######## sync_arith_driver ########
### config.mk
export PLATFORM = sky130hd
export DESIGN_NAME = sync_arith_driver
export DESIGN_NICKNAME = d
export VERILOG_FILES = /design/src/rtl/sync_arith_driver.sv
export SDC_FILE = /design/constraint.sdc
export NUM_CORES = 1
export LEC_CHECK = 0
export CORE_MARGIN = 2
export CORE_UTILIZATION = 44
export DETAILED_ROUTE_END_ITERATION = 7
export PLACE_DENSITY_LB_ADDON = 0.2
export SLEW_MARGIN = 20
export SYNTH_ARGS = -nofsm -noshare
export SYNTH_HDL_FRONTEND = slang
export SYNTH_SLANG_ARGS = --single-unit
### constraint.sdc
create_clock -name i_clk -period 8.3 [get_ports i_clk]
set_input_delay 2.075 -clock i_clk [delete_from_list [all_inputs] [get_ports i_clk]]
set_output_delay 2.075 -clock i_clk [all_outputs]
set_load 0.01 [all_outputs]
### src/rtl/sync_arith_driver.sv
// sync_arith_driver: accepts one command at a time, drives it to an external
// arithmetic unit, waits LAT cycles, captures the unit's result and status,
// and holds them as a response until the consumer takes it.
//
// Ports
//   i_clk, i_reset            clock, asynchronous active-high reset
//   i_cmd_valid / o_cmd_ready command handshake (ready only in IDLE)
//   i_cmd_A, i_cmd_B, i_cmd_op command operands and opcode
//   o_arg_A, o_arg_B, o_op    operands/opcode held toward the arithmetic unit
//   i_alu_result, i_alu_status result and {ERROR,NOT_EVEN_ZERO,ZEROS,OVERFLOW}
//   o_rsp_valid / i_rsp_ready response handshake
//   o_rsp_result, o_rsp_status captured response; o_rsp_err = status[3]
//   o_rsp_chk_err             status self-check mismatch
//   o_busy                    high whenever not IDLE
//   o_count                   completed responses, wraps at 256
//
// Optional feature: define PARITY_CHECK_EN to recompute the zero-count parity
// and all-zero flag of the captured result and flag disagreement with the
// unit's status. Without it o_rsp_chk_err is constant 0.
module sync_arith_driver #(
   parameter int unsigned BITS = 32,
   parameter int unsigned OPER = 4,
   parameter int unsigned LAT  = 1
) (
   input  logic            i_clk,
   input  logic            i_reset,
   input  logic            i_cmd_valid,
   output logic            o_cmd_ready,
   input  logic [BITS-1:0] i_cmd_A,
   input  logic [BITS-1:0] i_cmd_B,
   input  logic [OPER-1:0] i_cmd_op,
   output logic [BITS-1:0] o_arg_A,
   output logic [BITS-1:0] o_arg_B,
   output logic [OPER-1:0] o_op,
   input  logic [BITS-1:0] i_alu_result,
   input  logic [OPER-1:0] i_alu_status,
   output logic            o_rsp_valid,
   input  logic            i_rsp_ready,
   output logic [BITS-1:0] o_rsp_result,
   output logic [OPER-1:0] o_rsp_status,
   output logic            o_rsp_err,
   output logic            o_rsp_chk_err,
   output logic            o_busy,
   output logic [7:0]      o_count
);

   localparam int unsigned CNT_W = 4;
   localparam logic [CNT_W-1:0] LAST_WAIT = CNT_W'(LAT - 1);
   localparam logic [OPER-1:0]  ERR_STATUS = OPER'(4'b1000);

   typedef enum logic [1:0] {IDLE, WAIT, RESP} state_t;

   state_t           state_q;
   logic [CNT_W-1:0] wait_cnt_q;
   logic             illegal_q;
   logic             ready_q;
   logic             busy_q;
   logic [BITS-1:0]  arg_a_q, arg_b_q, rsp_result_q;
   logic [OPER-1:0]  op_q, rsp_status_q;
   logic             rsp_valid_q;
   logic             chk_err_q;
   logic [7:0]       count_q;
   logic             op_legal;
   logic             chk_mismatch;

   // Opcodes with any bit above [1:0] set are not forwarded to the unit.
   assign op_legal = (i_cmd_op[OPER-1:2] == '0);

`ifdef PARITY_CHECK_EN
   logic zero_par;
   logic all_zero;
   // Odd number of zero bits corresponds to NOT_EVEN_ZERO.
   assign zero_par     = ^(~i_alu_result);
   assign all_zero     = (i_alu_result == '0);
   assign chk_mismatch = (zero_par != i_alu_status[2]) || (all_zero != i_alu_status[1]);
`else
   assign chk_mismatch = 1'b0;
`endif

   // Driver FSM with all outputs registered alongside the state.
   always_ff @(posedge i_clk or posedge i_reset) begin
      if (i_reset) begin
         state_q      <= IDLE;
         wait_cnt_q   <= '0;
         illegal_q    <= 1'b0;
         ready_q      <= 1'b1;
         busy_q       <= 1'b0;
         arg_a_q      <= '0;
         arg_b_q      <= '0;
         op_q         <= '0;
         rsp_result_q <= '0;
         rsp_status_q <= '0;
         rsp_valid_q  <= 1'b0;
         chk_err_q    <= 1'b0;
         count_q      <= '0;
      end else begin
         case (state_q)
            IDLE: begin
               if (i_cmd_valid) begin
                  state_q    <= WAIT;
                  wait_cnt_q <= '0;
                  ready_q    <= 1'b0;
                  busy_q     <= 1'b1;
                  illegal_q  <= !op_legal;
                  if (op_legal) begin
                     arg_a_q <= i_cmd_A;
                     arg_b_q <= i_cmd_B;
                     op_q    <= i_cmd_op;
                  end
               end
            end
            WAIT: begin
               wait_cnt_q <= wait_cnt_q + CNT_W'(1);
               if (illegal_q) begin
                  // Illegal command answers one cycle after acceptance.
                  rsp_result_q <= '0;
                  rsp_status_q <= ERR_STATUS;
                  chk_err_q    <= 1'b0;
                  rsp_valid_q  <= 1'b1;
                  state_q      <= RESP;
               end else if (wait_cnt_q == LAST_WAIT) begin
                  rsp_result_q <= i_alu_result;
                  rsp_status_q <= i_alu_status;
                  chk_err_q    <= chk_mismatch;
                  rsp_valid_q  <= 1'b1;
                  state_q      <= RESP;
               end
            end
            RESP: begin
               if (i_rsp_ready) begin
                  rsp_valid_q <= 1'b0;
                  chk_err_q   <= 1'b0;
                  count_q     <= count_q + 8'd1;
                  ready_q     <= 1'b1;
                  busy_q      <= 1'b0;
                  state_q     <= IDLE;
               end
            end
            default: begin
               state_q <= IDLE;
               ready_q <= 1'b1;
               busy_q  <= 1'b0;
            end
         endcase
      end
   end

   assign o_cmd_ready   = ready_q;
   assign o_busy        = busy_q;
   assign o_arg_A       = arg_a_q;
   assign o_arg_B       = arg_b_q;
   assign o_op          = op_q;
   assign o_rsp_valid   = rsp_valid_q;
   assign o_rsp_result  = rsp_result_q;
   assign o_rsp_status  = rsp_status_q;
   assign o_rsp_err     = rsp_status_q[3];
   assign o_rsp_chk_err = chk_err_q;
   assign o_count       = count_q;

endmodule

######## pipeline_hazard_ctrl ########
[src/rtl/pipeline_hazard_ctrl.sv]
// Stall/flush sequencer for the 5-stage pipeline: load-use, taken branch and multi-cycle mul/div.
// Optional hazard performance counters are enabled with `define HAZ_PERF_CNT_EN.
`default_nettype none

module pipeline_hazard_ctrl #(
    parameter int MD_LATENCY = 4,
    parameter int CNT_W      = 4
) (
    input  logic       clk,
    input  logic       rst_n,
    input  logic [4:0] IF_ID_rs,
    input  logic [4:0] IF_ID_rt,
    input  logic       id_uses_rt,
    input  logic [4:0] ID_EX_rt,
    input  logic       ID_EX_memRead,
    input  logic       branch_taken_ex,
    input  logic       md_start,
    output logic       stall_if,
    output logic       stall_id,
    output logic       stall_ex,
    output logic       flush_id,
    output logic       flush_ex,
    output logic       md_busy,
`ifdef HAZ_PERF_CNT_EN
    output logic       md_done,
    output logic [31:0] stall_cycles,
    output logic [31:0] flush_events
`else
    output logic       md_done
`endif
);

    typedef enum logic [1:0] {
        S_IDLE = 2'd0,
        S_BUSY = 2'd1,
        S_DONE = 2'd2
    } state_t;

    localparam logic [CNT_W-1:0] CNT_LOAD = CNT_W'(MD_LATENCY - 1);
    localparam logic [CNT_W-1:0] CNT_ONE  = CNT_W'(1);

    state_t           state, state_nxt;
    logic [CNT_W-1:0] cnt, cnt_nxt;
    logic             md_done_q, md_done_nxt;

    logic load_use;
    logic md_accept;
    logic md_stall;
    logic stall_if_c, stall_id_c, stall_ex_c, flush_id_c, flush_ex_c;

    always_ff @(posedge clk or negedge rst_n) begin
        if (!rst_n) begin
            state     <= S_IDLE;
            cnt       <= '0;
            md_done_q <= 1'b0;
        end else begin
            state     <= state_nxt;
            cnt       <= cnt_nxt;
            md_done_q <= md_done_nxt;
        end
    end

    always_comb begin
        load_use = ID_EX_memRead && (ID_EX_rt != 5'd0) &&
                   ((ID_EX_rt == IF_ID_rs) || (id_uses_rt && (ID_EX_rt == IF_ID_rt)));
        // A taken branch squashes the mul/div in EX, so it must not start.
        md_accept = md_start && !branch_taken_ex && (state != S_BUSY);
        md_stall  = (state == S_BUSY) || md_accept;

        state_nxt   = state;
        cnt_nxt     = cnt;
        md_done_nxt = 1'b0;

        case (state)
            S_IDLE: begin
                if (md_accept) begin
                    state_nxt = S_BUSY;
                    cnt_nxt   = CNT_LOAD;
                end
            end
            S_BUSY: begin
                if (cnt <= CNT_ONE) begin
                    state_nxt   = S_DONE;
                    cnt_nxt     = '0;
                    md_done_nxt = 1'b1;
                end else begin
                    cnt_nxt = cnt - CNT_ONE;
                end
            end
            S_DONE: begin
                if (md_accept) begin
                    state_nxt = S_BUSY;
                    cnt_nxt   = CNT_LOAD;
                end else begin
                    state_nxt = S_IDLE;
                end
            end
            default: begin
                state_nxt = S_IDLE;
                cnt_nxt   = '0;
            end
        endcase

        stall_if_c = 1'b0;
        stall_id_c = 1'b0;
        stall_ex_c = 1'b0;
        flush_id_c = 1'b0;
        flush_ex_c = 1'b0;

        if (md_stall) begin
            stall_if_c = 1'b1;
            stall_id_c = 1'b1;
            stall_ex_c = 1'b1;
        end else if (branch_taken_ex) begin
            flush_id_c = 1'b1;
            flush_ex_c = 1'b1;
        end else if (load_use) begin
            stall_if_c = 1'b1;
            stall_id_c = 1'b1;
            flush_ex_c = 1'b1;
        end
    end

    // Combinational outputs are forced low while reset is asserted.
    assign stall_if = rst_n & stall_if_c;
    assign stall_id = rst_n & stall_id_c;
    assign stall_ex = rst_n & stall_ex_c;
    assign flush_id = rst_n & flush_id_c;
    assign flush_ex = rst_n & flush_ex_c;
    assign md_busy  = (state != S_IDLE);
    assign md_done  = md_done_q;

`ifdef HAZ_PERF_CNT_EN
    always_ff @(posedge clk or negedge rst_n) begin
        if (!rst_n) begin
            stall_cycles <= '0;
            flush_events <= '0;
        end else begin
            if (stall_if) stall_cycles <= stall_cycles + 32'd1;
            if (flush_id) flush_events <= flush_events + 32'd1;
        end
    end
`endif

endmodule

`default_nettype wire

[config.mk]
export PLATFORM = sky130hd
export DESIGN_NAME = pipeline_hazard_ctrl
export DESIGN_NICKNAME = d
export VERILOG_FILES = /design/src/rtl/pipeline_hazard_ctrl.sv
export SDC_FILE = /design/constraint.sdc
export NUM_CORES = 1
export LEC_CHECK = 0
export CORE_MARGIN = 3
export CORE_UTILIZATION = 39
export CTS_BUF_LIST = sky130_fd_sc_hd__clkbuf_16
export DETAILED_ROUTE_END_ITERATION = 6
export GPL_TIMING_DRIVEN = 1
export PLACE_DENSITY = 0.89
export SYNTH_ARGS = -nofsm -noshare
export SYNTH_HDL_FRONTEND = slang
export SYNTH_SLANG_ARGS = --single-unit
[constraint.sdc]
create_clock -name clk -period 2.5 [get_ports clk]
set_input_delay 0.375 -clock clk [delete_from_list [all_inputs] [get_ports clk]]
set_output_delay 0.375 -clock clk [all_outputs]
set_load 0.01 [all_outputs]
######## tm1638_responder ########
**src/rtl/tm1638_responder_pkg.sv**
```systemverilog
// Shared types and command encodings for the TM1638 device-side responder.
package tm1638_responder_pkg;

  typedef logic [7:0][7:0] segments_t;
  typedef logic [7:0]      leds_t;

  typedef enum logic [2:0] {
    R_IDLE,
    R_CMD,
    R_WRITE,
    R_READ,
    R_IGNORE
  } resp_state_t;

  localparam logic [1:0] CMD_DATA = 2'b01;
  localparam logic [1:0] CMD_CTRL = 2'b10;
  localparam logic [1:0] CMD_ADDR = 2'b11;

endpackage

```
**src/rtl/tm1638_responder_pin_sync.sv**
```systemverilog
// Multi-flop synchronizer for one host pin, with registered rise/fall pulses aligned to level.
module tm1638_responder_pin_sync #(
  parameter int   SYNC_STAGES = 2,
  parameter logic RST_VAL     = 1'b1
) (
  input  logic clk,
  input  logic rst,
  input  logic pin,
  output logic level,
  output logic rise,
  output logic fall
);

  logic [SYNC_STAGES-1:0] sync;

  always_ff @(posedge clk or posedge rst) begin
    if (rst) begin
      sync  <= {SYNC_STAGES{RST_VAL}};
      level <= RST_VAL;
      rise  <= 1'b0;
      fall  <= 1'b0;
    end else begin
      sync  <= {sync[SYNC_STAGES-2:0], pin};
      level <= sync[SYNC_STAGES-1];
      rise  <= sync[SYNC_STAGES-1] & ~level;
      fall  <= ~sync[SYNC_STAGES-1] & level;
    end
  end

endmodule

```
**src/rtl/tm1638_responder.sv**
```systemverilog
// TM1638 device-side responder: decodes host commands, holds display state, returns key bytes.
//   state    | meaning
//   R_IDLE   | no frame open, waiting for STB to fall
//   R_CMD    | shifting in the command byte
//   R_WRITE  | shifting display-RAM data bytes
//   R_READ   | driving key-scan bits on sclk falling edges
//   R_IGNORE | frame content irrelevant, waiting for STB to rise
module tm1638_responder
  import tm1638_responder_pkg::*;
#(
  parameter int SYNC_STAGES = 2
) (
  input  logic        clk,
  input  logic        rst,
  input  logic        stb_i,
  input  logic        sclk_i,
  input  logic        dio_i,
  output logic        dio_o,
  output logic        dio_oe,
  input  logic [31:0] keys_i,
  output segments_t   segments_o,
  output leds_t       leds_o,
  output logic        display_on,
  output logic [2:0]  brightness,
  output logic        ram_wr
);

  logic stb_lvl, stb_rise, stb_fall;
  logic sclk_lvl, sclk_rise, sclk_fall;
  logic dio_lvl, dio_rise, dio_fall;

  tm1638_responder_pin_sync #(.SYNC_STAGES(SYNC_STAGES), .RST_VAL(1'b1)) u_sync_stb (
    .clk(clk), .rst(rst), .pin(stb_i), .level(stb_lvl), .rise(stb_rise), .fall(stb_fall));
  tm1638_responder_pin_sync #(.SYNC_STAGES(SYNC_STAGES), .RST_VAL(1'b1)) u_sync_sclk (
    .clk(clk), .rst(rst), .pin(sclk_i), .level(sclk_lvl), .rise(sclk_rise), .fall(sclk_fall));
  tm1638_responder_pin_sync #(.SYNC_STAGES(SYNC_STAGES), .RST_VAL(1'b1)) u_sync_dio (
    .clk(clk), .rst(rst), .pin(dio_i), .level(dio_lvl), .rise(dio_rise), .fall(dio_fall));

  logic unused_ok;
  assign unused_ok = &{1'b0, stb_lvl, sclk_lvl, dio_rise, dio_fall};

  resp_state_t state;
  logic [2:0]  bit_cnt;
  logic [4:0]  rd_cnt;
  logic [6:0]  rx_sr;
  logic [31:0] tx_sr;
  logic [3:0]  addr;
  logic        mode_read;
  logic        addr_fixed;

  // Seven bits are already held; the eighth arrives with the current rising edge.
  logic [7:0] rx_byte;
  logic       byte_done;
  assign rx_byte   = {dio_lvl, rx_sr};
  assign byte_done = sclk_rise && (bit_cnt == 3'd7);

  always_ff @(posedge clk or posedge rst) begin
    if (rst) begin
      state      <= R_IDLE;
      bit_cnt    <= '0;
      rd_cnt     <= '0;
      rx_sr      <= '0;
      tx_sr      <= '0;
      addr       <= '0;
      mode_read  <= 1'b0;
      addr_fixed <= 1'b0;
      segments_o <= '0;
      leds_o     <= '0;
      display_on <= 1'b0;
      brightness <= '0;
      dio_o      <= 1'b1;
      dio_oe     <= 1'b0;
      ram_wr     <= 1'b0;
    end else begin
      ram_wr <= 1'b0;
      if (stb_rise) begin
        state   <= R_IDLE;
        bit_cnt <= '0;
        rd_cnt  <= '0;
        addr    <= '0;
        dio_oe  <= 1'b0;
        dio_o   <= 1'b1;
      end else begin
        case (state)
          R_IDLE: begin
            if (stb_fall) begin
              state   <= R_CMD;
              bit_cnt <= '0;
            end
          end
          R_CMD: begin
            if (sclk_rise) begin
              rx_sr   <= rx_byte[7:1];
              bit_cnt <= bit_cnt + 3'd1;
            end
            if (byte_done) begin
              state <= R_IGNORE;
              case (rx_byte[7:6])
                CMD_DATA: begin
                  mode_read  <= rx_byte[1];
                  addr_fixed <= rx_byte[2];
                  if (rx_byte[1]) begin
                    state  <= R_READ;
                    dio_oe <= 1'b1;
                    tx_sr  <= keys_i;
                    rd_cnt <= '0;
                  end
                end
                CMD_ADDR: begin
                  addr <= rx_byte[3:0];
                  if (!mode_read) state <= R_WRITE;
                end
                CMD_CTRL: begin
                  display_on <= rx_byte[3];
                  brightness <= rx_byte[2:0];
                end
                default: ;
              endcase
            end
          end
          R_WRITE: begin
            if (sclk_rise) begin
              rx_sr   <= rx_byte[7:1];
              bit_cnt <= bit_cnt + 3'd1;
            end
            if (byte_done) begin
              if (addr[0]) leds_o[addr[3:1]] <= rx_byte[0];
              else         segments_o[addr[3:1]] <= rx_byte;
              ram_wr <= 1'b1;
              if (!addr_fixed) addr <= addr + 4'd1;
            end
          end
          R_READ: begin
            // Shift register refills with ones so any extra host clocks read back idle-high.
            if (sclk_fall) begin
              dio_o <= tx_sr[0];
              tx_sr <= {1'b1, tx_sr[31:1]};
            end else if (sclk_rise) begin
              rd_cnt <= rd_cnt + 5'd1;
              if (rd_cnt == 5'd31) dio_o <= 1'b1;
            end
          end
          default: ;
        endcase
      end
    end
  end

endmodule
```
**config.mk**
```make
export PLATFORM = sky130hd
export DESIGN_NAME = tm1638_responder
export DESIGN_NICKNAME = d
export VERILOG_FILES = /design/src/rtl/tm1638_responder_pkg.sv /design/src/rtl/tm1638_responder_pin_sync.sv /design/src/rtl/tm1638_responder.sv
export SDC_FILE = /design/constraint.sdc
export NUM_CORES = 1
export LEC_CHECK = 0
export CORE_MARGIN = 5
export CORE_UTILIZATION = 53
export CTS_CLUSTER_SIZE = 16
export DETAILED_ROUTE_END_ITERATION = 8
export GPL_TIMING_DRIVEN = 0
export HOLD_SLACK_MARGIN = 0.03
export PLACE_DENSITY = 0.8
export SLEW_MARGIN = 20
export SYNTH_ARGS = -nofsm -noshare
export SYNTH_HDL_FRONTEND = slang
export SYNTH_HIERARCHICAL = 1
export SYNTH_SLANG_ARGS = --single-unit
```
**constraint.sdc**
```tcl
create_clock -name clk -period 6.2 [get_ports clk]
set_clock_uncertainty 0.15 [all_clocks]
set_input_delay 1.24 -clock clk [delete_from_list [all_inputs] [get_ports clk]]
set_output_delay 1.24 -clock clk [all_outputs]
set_load 0.02 [all_outputs]
```
tm1638_responder, wires at chosen ports, followed through buffers:
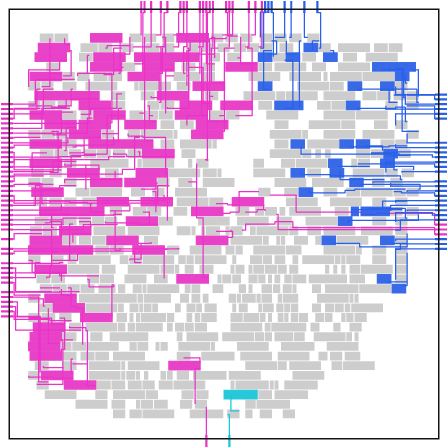
Key: cyan = stb_i [bits 1, direction input, edge bottom, end cells 1, buffers 1, wire 13.5 um]; magenta = segments_o [bits 64, direction output, edge 41 left, 19 top, 3 right, 1 bottom, end cells 64, buffers 64, wire 2,570 um]; blue = keys_i [bits 32, direction input, edge 25 right, 7 top, end cells 32, buffers 32, wire 858 um]

==> results.cfg, tm1638_responder <==
; yosys + openroad results
[status]
status = finished, final reports clean

[setup_path]
startpoint = dio_o$_DFFE_PP1P_
path_class = register to primary output
r2r_cells = 6
reg2reg_slack_ps = 3720

[layout]
fillers = 857
drive_gt1_frac = 0.353

[timing]
setup-violations-final = 0
drv_slew = 0
fin_hold_ws_ps = 206

[hold_path]
min_from = u_sync_sclk/sync[0]$_DFF_PP1_
worstHoldPathType = register to register

[clock_network]
clk_path_buf_depth = 2
root_buffer = clkbuf_16

[flow_run]
tool_warnings = 26

[power_and_ir_drop]
ir_worst_vdd_mv = 0.204
p_switching_uw = 756

[global_route]
antenna_found_initial = 0
first_global_vias = 4710

[floorplan]
die_h_um = 121
## tm1638_responder: metrics by stage
stage,util,setup slack [ps]
floorplan,-,1200
global placement,0.652,-584
detailed placement,0.655,3550
CTS,0.706,3240
global route,0.706,3230
finish,0.706,3250
## tm1638_responder: power by group through the flow
| stage | Sequential, uW | Clock, uW | Combinational (uW) |
|---|---|---|---|
| after global placement | 1200 | 0 | 486 |
| after floorplan | 1180 | 0 | 388 |
| after global routing | 1210 | 1100 | 566 |
| after detailed placement | 1210 | 0 | 512 |
| after CTS | 1190 | 1060 | 517 |
| final | 1190 | 1040 | 513 |
## tm1638_responder: layout make-up
type,instances,area share
Multi-Input combinational cell,279,0.309
Tap cell,147,0.0217
Sequential cell,148,0.438
Timing Repair Buffer,116,0.139
Clock inverter,11,0.0182
Inverter,11,0.00576
Buffer,26,0.0143
Clock buffer,21,0.0531
## tm1638_responder: metal layers
layer,global-route usage,part of all wire,vias to the layer above
li1,-,-,1935
met1,0.253,0.41,2120
met2,0.340,0.48,138
met3,0.0940,0.088,25
met4,0.0914,0.018,0
met5,0,0,-
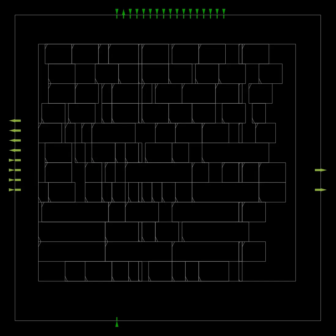
pipeline_hazard_ctrl: placement view
fin cells: 106
Seq area share: 0.192
row count: 12
Core Util, Final: 0.788
Core Region: 1160 sq um

==> results.cfg, pipeline_hazard_ctrl <==
; yosys + openroad results
[setup_path]
r2r-start = cnt[0]$_DFFE_PN0P_
required_ps = 2120
worstPathArrival_ps = 2030

[power_and_ir_drop]
p_sw_frac = 0.327
p_clk_uw = 265
maxPowerGroup = combinational logic
p_comb_frac = 0.424
p_seq_frac = 0.253

[timing]
setup-violations-final = 0
timing.setup.tns_ps = 0

[layout]
drive_gt1_frac = 0.141

[floorplan]
die.size.x_um = 42.1

[route]
drt-met1-wl_um = 614
wirelength_mm = 1.55
wl_met3_um = 104
drt-initial-drc-count = 13

[clock_network]
root_buffer = clkbuf_16
clk_path_buf_depth = 2
path_clk_slew_ps = 40
post_cts_resized = 8

[synthesis]
synth-async-reset-ratio = 1.00
synth-xor-area-share = 0.207
yosys-top-cells-count = 9 x xor2_1, 7 x dfrtp_1, 6 x nor2_1
ys_seq_elements = 7
synth_cells = 58
synth_area_per_cell_sq_um = 8.76

[global_route]
grt_overflow = 0

[status]
status = finished, final reports clean

[flow_run]
cap_violations = 0
tool_warnings = 27
pipeline_hazard_ctrl: final timing paths:
path	cells after the start	slack (ps)	to
worst max-delay path	6	90	stall_id
min in group clk	1	540	state[1]$_DFFE_PN0P_
worst min-delay path	2	480	cnt[2]$_DFFE_PN0P_
worst max register to register	6	950	cnt[0]$_DFFE_PN0P_
worst min register to register	1	540	state[1]$_DFFE_PN0P_
max in group asynchronous	2	1900	state[0]$_DFFE_PN0P_
pipeline_hazard_ctrl: state kept, by name (all words and copies together) (netlist names):
signal,count
md_done,1
state,2
cnt,4
pipeline_hazard_ctrl: area by class of cell:
class	count	share of cell area
clock inverter	1	0.00412
inverter	4	0.0165
sequential	7	0.192
clock buffer	3	0.0824
timing repair buffer	31	0.326
multi-input combinational	46	0.360
tap	14	0.0192
pipeline_hazard_ctrl: critical path: stages:
cell,delay [ps]
clkdlybuf4s50_1,490
xor2_1,200
nor4_2,210
a32oi_1,170
o41ai_2,270
dlygate4sd2_1,310
pipeline_hazard_ctrl: layer usage:
layer | vias up | GRT usage
li1 | 271 | -
met1 | 248 | 0.221
met2 | 20 | 0.330
met3 | 2 | 0.0815
met4 | 0 | 0.0683
met5 | - | 0
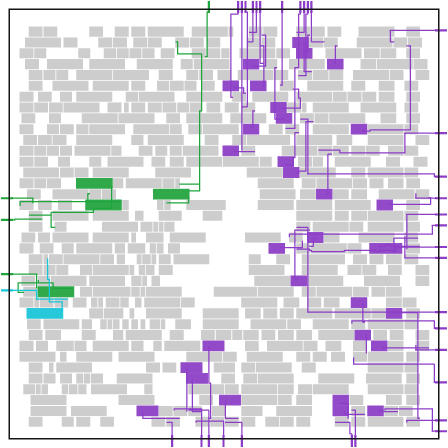
sync_arith_driver: wires at chosen ports, followed through buffers
Key: purple = i_cmd_B [bits 32, direction input, edge 14 right, 11 top, 7 bottom, end cells 32, buffers 32, wire 974 um]; green = o_rsp_status [bits 4, direction output, edge 3 left, 1 top, end cells 4, buffers 4, wire 176 um]; cyan = o_rsp_valid [bits 1, direction output, edge left, end cells 1, buffers 1, wire 33.2 um]

==> results.cfg, sync_arith_driver <==
; yosys + openroad results
[status]
status = finished, final reports clean

[layout]
inv_count = 7
clock_cell_area_share = 0.0775
fillers = 734
regArea_sq_um = 3050

[timing]
setup-violations-final = 0
max_slew.worst_pin.slew_ps = 928

[power_and_ir_drop]
powerDensity_nw_per_um2 = 376
clkPwrFrac = 0.254
pg_seq_uw = 1030
internal_power_uw = 2030

[clock_network]
clock_sinks = 122
post_cts_resized = 0

[floorplan]
chip_area_sq_um = 11500
boundaryPins = 225
core_area_sq_um = 10400

[route]
wirelength_mm = 11.7

[synthesis]
synth_cells = 314
adder_share = 0.00797
synth_area_per_cell_sq_um = 15.0

[place]
dp_cells = 657

[hold_path]
min_to = o_count[7]$_DFFE_PP0P_
[sync_arith_driver: metal layers]
metal  GRT usage  part of all wire
met1       0.257              0.43
met2       0.334              0.48
met3      0.0660             0.075
met4      0.0769             0.019
met5           0                 0
[sync_arith_driver: cells in the mapped netlist, types with 2 or more instances]
| cell | number | area share |
|---|---|---|
| nor2b_1 | 2 | 0.0027 |
| nand2_1 | 7 | 0.0056 |
| and2_1 | 2 | 0.0027 |
| mux2_2 | 60 | 0.14 |
| mux2_4 | 7 | 0.022 |
| ha_1 | 3 | 0.0080 |
| buf_2 | 9 | 0.0096 |
| buf_4 | 2 | 0.0032 |
| nor2_1 | 5 | 0.0040 |
| a22o_1 | 35 | 0.065 |
| o21ai_0 | 5 | 0.0053 |
| clkbuf_1 | 5 | 0.0040 |
| nor3b_1 | 2 | 0.0032 |
| nand3_1 | 5 | 0.0053 |
| a21oi_1 | 2 | 0.0021 |
| buf_6 | 3 | 0.0072 |
| and3_1 | 3 | 0.0040 |
| xor2_1 | 4 | 0.0074 |
| inv_1 | 7 | 0.0056 |
| dfrtp_1 | 121 | 0.64 |
| xnor2_1 | 3 | 0.0056 |
| nor3_1 | 4 | 0.0043 |

==> notes/layouts.md <==
Pictures saved along the way, in no particular order.

Signal wires by layer.
shot_01.png
Bar = 20 um.
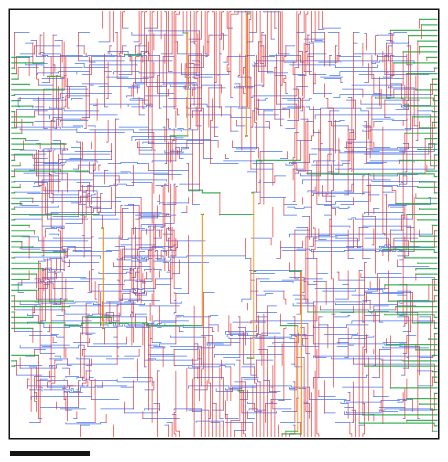
shot_02.png
Bar = 10 um.
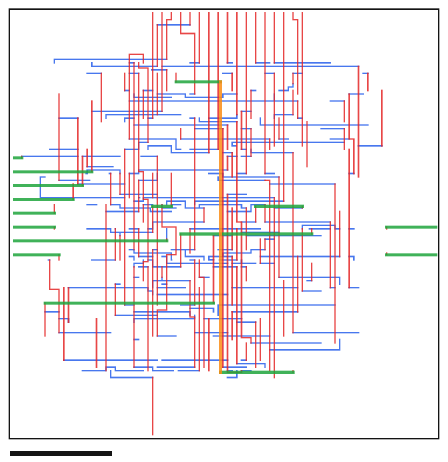
shot_03.png
Bar = 20 um.
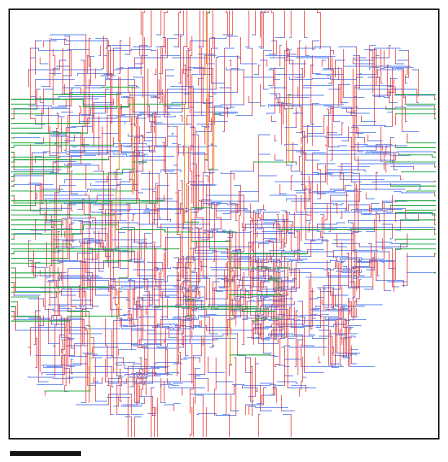
For sync_arith_driver, see shot_01.png.
For tm1638_responder, see shot_03.png.
For pipeline_hazard_ctrl, see shot_02.png.

Key to shot_03.png:
Key: blue = met1 [wire length 5,940 um]; orange = met4 [wire length 265 um]; red = met2 [wire length 7,040 um]; green = met3 [wire length 1,280 um]


######## demux16_collector ########
demux16_collector, pin placement:
Pins as bars across the die edge, other pins in gray.
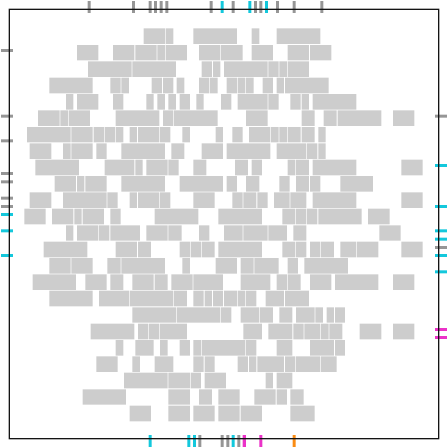
demux16_collector, wires at chosen ports, followed through buffers:
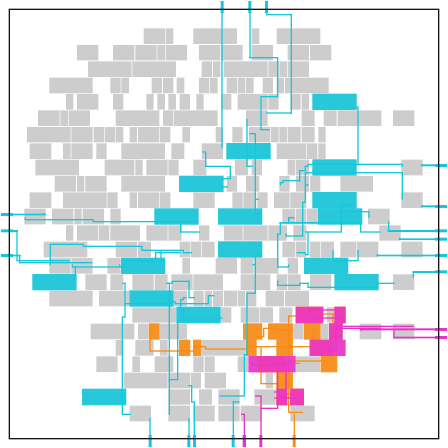
===== src/rtl/demux16_collector.sv =====
// Serial 1:16 demux collector: routes in to slot select/index, tracks filled slots, pulses frame_done.
// One-clock write latency, no backpressure; optional parity output via DEMUX16_PARITY_EN.
module demux16_collector #(
  parameter int WIDTH = 16
) (
  input  logic             clk,
  input  logic             reset,
  input  logic             in,
  input  logic             in_valid,
  input  logic [3:0]       select,
  input  logic             auto_mode,
  input  logic             clear,
  output logic [WIDTH-1:0] out,
  output logic [WIDTH-1:0] written,
  output logic [3:0]       index,
  output logic             frame_done
`ifdef DEMUX16_PARITY_EN
  ,
  output logic             parity
`endif
);

  logic [WIDTH-1:0] out_q, out_d;
  logic [WIDTH-1:0] written_q, written_d;
  logic [3:0]       index_q, index_d;
  logic             frame_done_q, frame_done_d;
  logic [3:0]       target;
  logic [WIDTH-1:0] written_set;

  always_comb begin
    out_d        = out_q;
    written_d    = written_q;
    index_d      = index_q;
    frame_done_d = 1'b0;
    target       = auto_mode ? index_q : select;
    written_set  = written_q | ({{(WIDTH-1){1'b0}}, 1'b1} << target);
    if (clear) begin
      written_d = '0;
      index_d   = '0;
    end else if (in_valid) begin
      out_d[target] = in;
      if (auto_mode) index_d = index_q + 4'd1;
      // A completing write restarts the mask directly, so all-ones is never visible.
      if (&written_set) begin
        written_d    = '0;
        frame_done_d = 1'b1;
      end else begin
        written_d = written_set;
      end
    end
  end

  always_ff @(posedge clk) begin
    if (reset) begin
      out_q        <= '0;
      written_q    <= '0;
      index_q      <= '0;
      frame_done_q <= 1'b0;
    end else begin
      out_q        <= out_d;
      written_q    <= written_d;
      index_q      <= index_d;
      frame_done_q <= frame_done_d;
    end
  end

  assign out        = out_q;
  assign written    = written_q;
  assign index      = index_q;
  assign frame_done = frame_done_q;

`ifdef DEMUX16_PARITY_EN
  logic parity_q, parity_d;

  // Parity of the completed word, including the bit written in the completing cycle.
  always_comb begin
    parity_d = parity_q;
    if (frame_done_d) parity_d = ^out_d;
  end

  always_ff @(posedge clk) begin
    if (reset) parity_q <= 1'b0;
    else       parity_q <= parity_d;
  end

  assign parity = parity_q;
`endif

endmodule


===== config.mk =====
export PLATFORM = sky130hd
export DESIGN_NAME = demux16_collector
export DESIGN_NICKNAME = d
export VERILOG_FILES = /design/src/rtl/demux16_collector.sv
export SDC_FILE = /design/constraint.sdc
export NUM_CORES = 1
export LEC_CHECK = 0
export CAP_MARGIN = 20
export CORE_MARGIN = 2
export CORE_UTILIZATION = 40
export DETAILED_ROUTE_END_ITERATION = 8
export GPL_TIMING_DRIVEN = 0
export PLACE_DENSITY = 0.75
export SLEW_MARGIN = 20
export SYNTH_ARGS = -nofsm -noshare
export SYNTH_HDL_FRONTEND = slang
export SYNTH_SLANG_ARGS = --single-unit

===== constraint.sdc =====
create_clock -name clk -period 3.4 [get_ports clk]
set_clock_uncertainty 0.15 [all_clocks]
set_input_delay 0.68 -clock clk [delete_from_list [all_inputs] [get_ports clk]]
set_output_delay 0.68 -clock clk [all_outputs]
set_load 0.03 [all_outputs]

==> results.cfg <==
; yosys + openroad results
[clock_network]
post_cts_resized = 0
clk_path_buf_depth = 2
htreeDepth = 2
cts_tree = done
worstSkewPairLatency_ps = 290

[timing]
drv_slew = 0
finalHoldViolCount = 0
fmax_ghz = 0.376
min_period_ps = 2660
timing.setup.tns_ps = 0
fin_hold_ws_ps = 309
slew-limit-headroom = 0.552

[layout]
area.growth.synth_to_final_pct = 33.4
drive_gt1_frac = 0.122

[setup_path]
crit_end = written[10]$_SDFFE_PP0P_
cp-start-kind = primary input
worstPathArrival_ps = 2660
path_max_fanout = 10

[power_and_ir_drop]
ir_worst_vdd_mv = 0.252

[status]
status = finished, final reports clean

[global_route]
antenna_found_initial = 0
use_met1 = 0.246
grt.busiest_layer = met2

[synthesis]
synth_cells = 211
adder_share = 0.00697
logic_family = simple AND/OR/NAND/NOR gates
yosys_warnings = 0
synth_top_area_share = 0.413
synth_cell_types = 37

[route]
drc = 0
routed_via_density = 5.32
top_layer = met4
drt-met1-wl_mm = 2.03

[flow_run]
tool_warnings = 26
Notes on 'pin placement' of demux16_collector above:
Key: cyan = written [pins 16, direction output, edge 6 right, 4 bottom, 3 top, 3 left]; magenta = select [pins 4, direction input, edge 2 right, 2 bottom]; orange = auto_mode [pins 1, direction input, edge bottom]
All pins by edge: 16 top, 11 bottom, 10 left, 10 right.
Port-buffer cells: 43
die width: 71.0 um
Die Y: 71.0 um

Notes on 'wires at chosen ports, followed through buffers' of demux16_collector above:
Key: orange = auto_mode [bits 1, direction input, edge bottom, end cells 18, buffers 2, wire 105 um]; cyan = written [bits 16, direction output, edge 6 right, 4 bottom, 3 top, 3 left, end cells 16, buffers 16, wire 571 um]; magenta = select [bits 4, direction input, edge 2 right, 2 bottom, end cells 11, buffers 4, wire 103 um]
I/O pin total: 47

power by group:
group	internal, uW	total [uW]	switching (uW)
clock	187	350	162
combinational	34.4	91.0	56.6
sequential	436	439	3.00
total	658	880	222
through the flow:
step | utilization | worst slack (ps) | cell area, sq um
6_report | 0.554 | 740 | 2400
5_1_grt | 0.554 | 589 | 2400
4_1_cts | 0.554 | 735 | 2400
3_5_place_dp | 0.530 | 427 | 2290
3_3_place_gp | 0.530 | 436 | 2290
2_1_floorplan | - | 1040 | 1800
worst max-delay path: stages:
cell and delay, ps:
clkdlybuf4s50_1 510, nand2b_1 90, o21ai_1 290, buf_4 240
a21oi_1 70, nor4_1 190, and4_1 240, buf_6 130
buf_8 160, nor3_2 50
final cells by class:
cell class	instances	area (sq um)
Fill cell	414	1930
Tap cell	52	65.1
Timing Repair Buffer	43	430
Clock inverter	1	8.76
Sequential cell	37	741
Inverter	2	7.51
Clock buffer	7	96.3
Buffer	23	148
Multi-Input combinational cell	149	900
sequential cells by signal, summed over array words and instances (netlist names):
| name | cells |
|---|---|
| frame_done | 1 |
| index | 4 |
| out | 16 |
| written | 16 |


==> gallery <==
Clock network drawn from the DEF.
Plate I
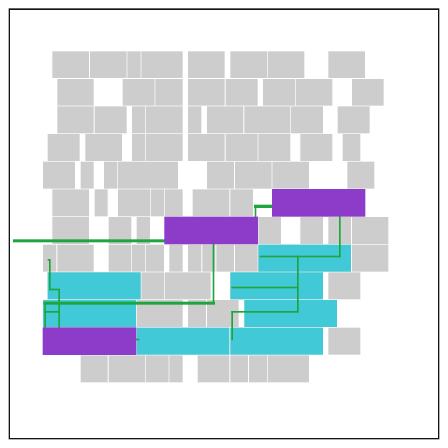
Plate II
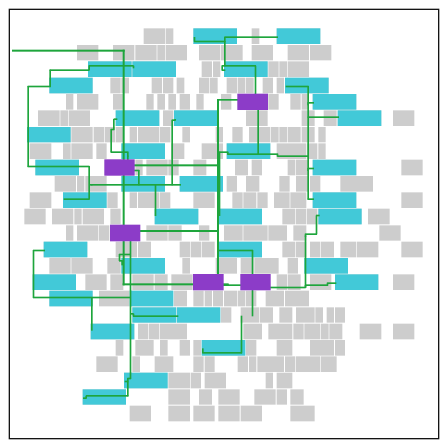
Plate III
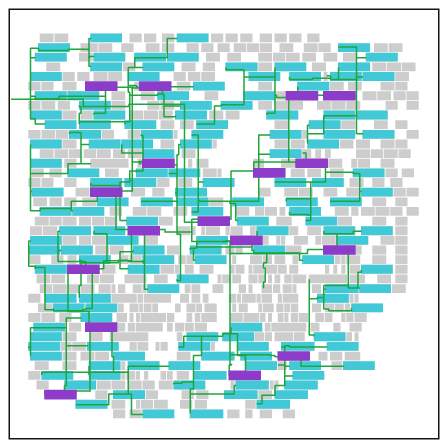
Plate IV
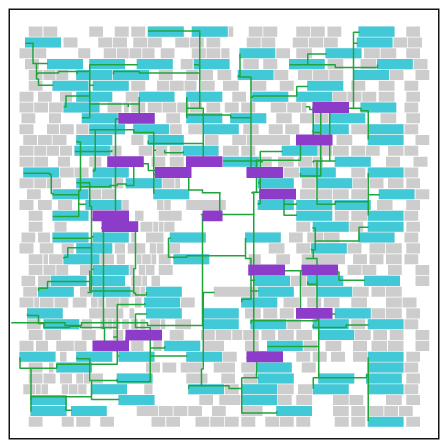
pipeline_hazard_ctrl -> Plate I
sync_arith_driver -> Plate IV
tm1638_responder -> Plate III
demux16_collector -> Plate II
The one with the most sequential cells is Plate III.

Key to Plate I:
Key: green = clock wires [length 103 um]; purple = cells driving clock nets [count 3]; cyan = flip-flops [count 7]
There are 4 routed clock nets.

Power figures rest on the tool's default switching activity, not on a simulated workload.
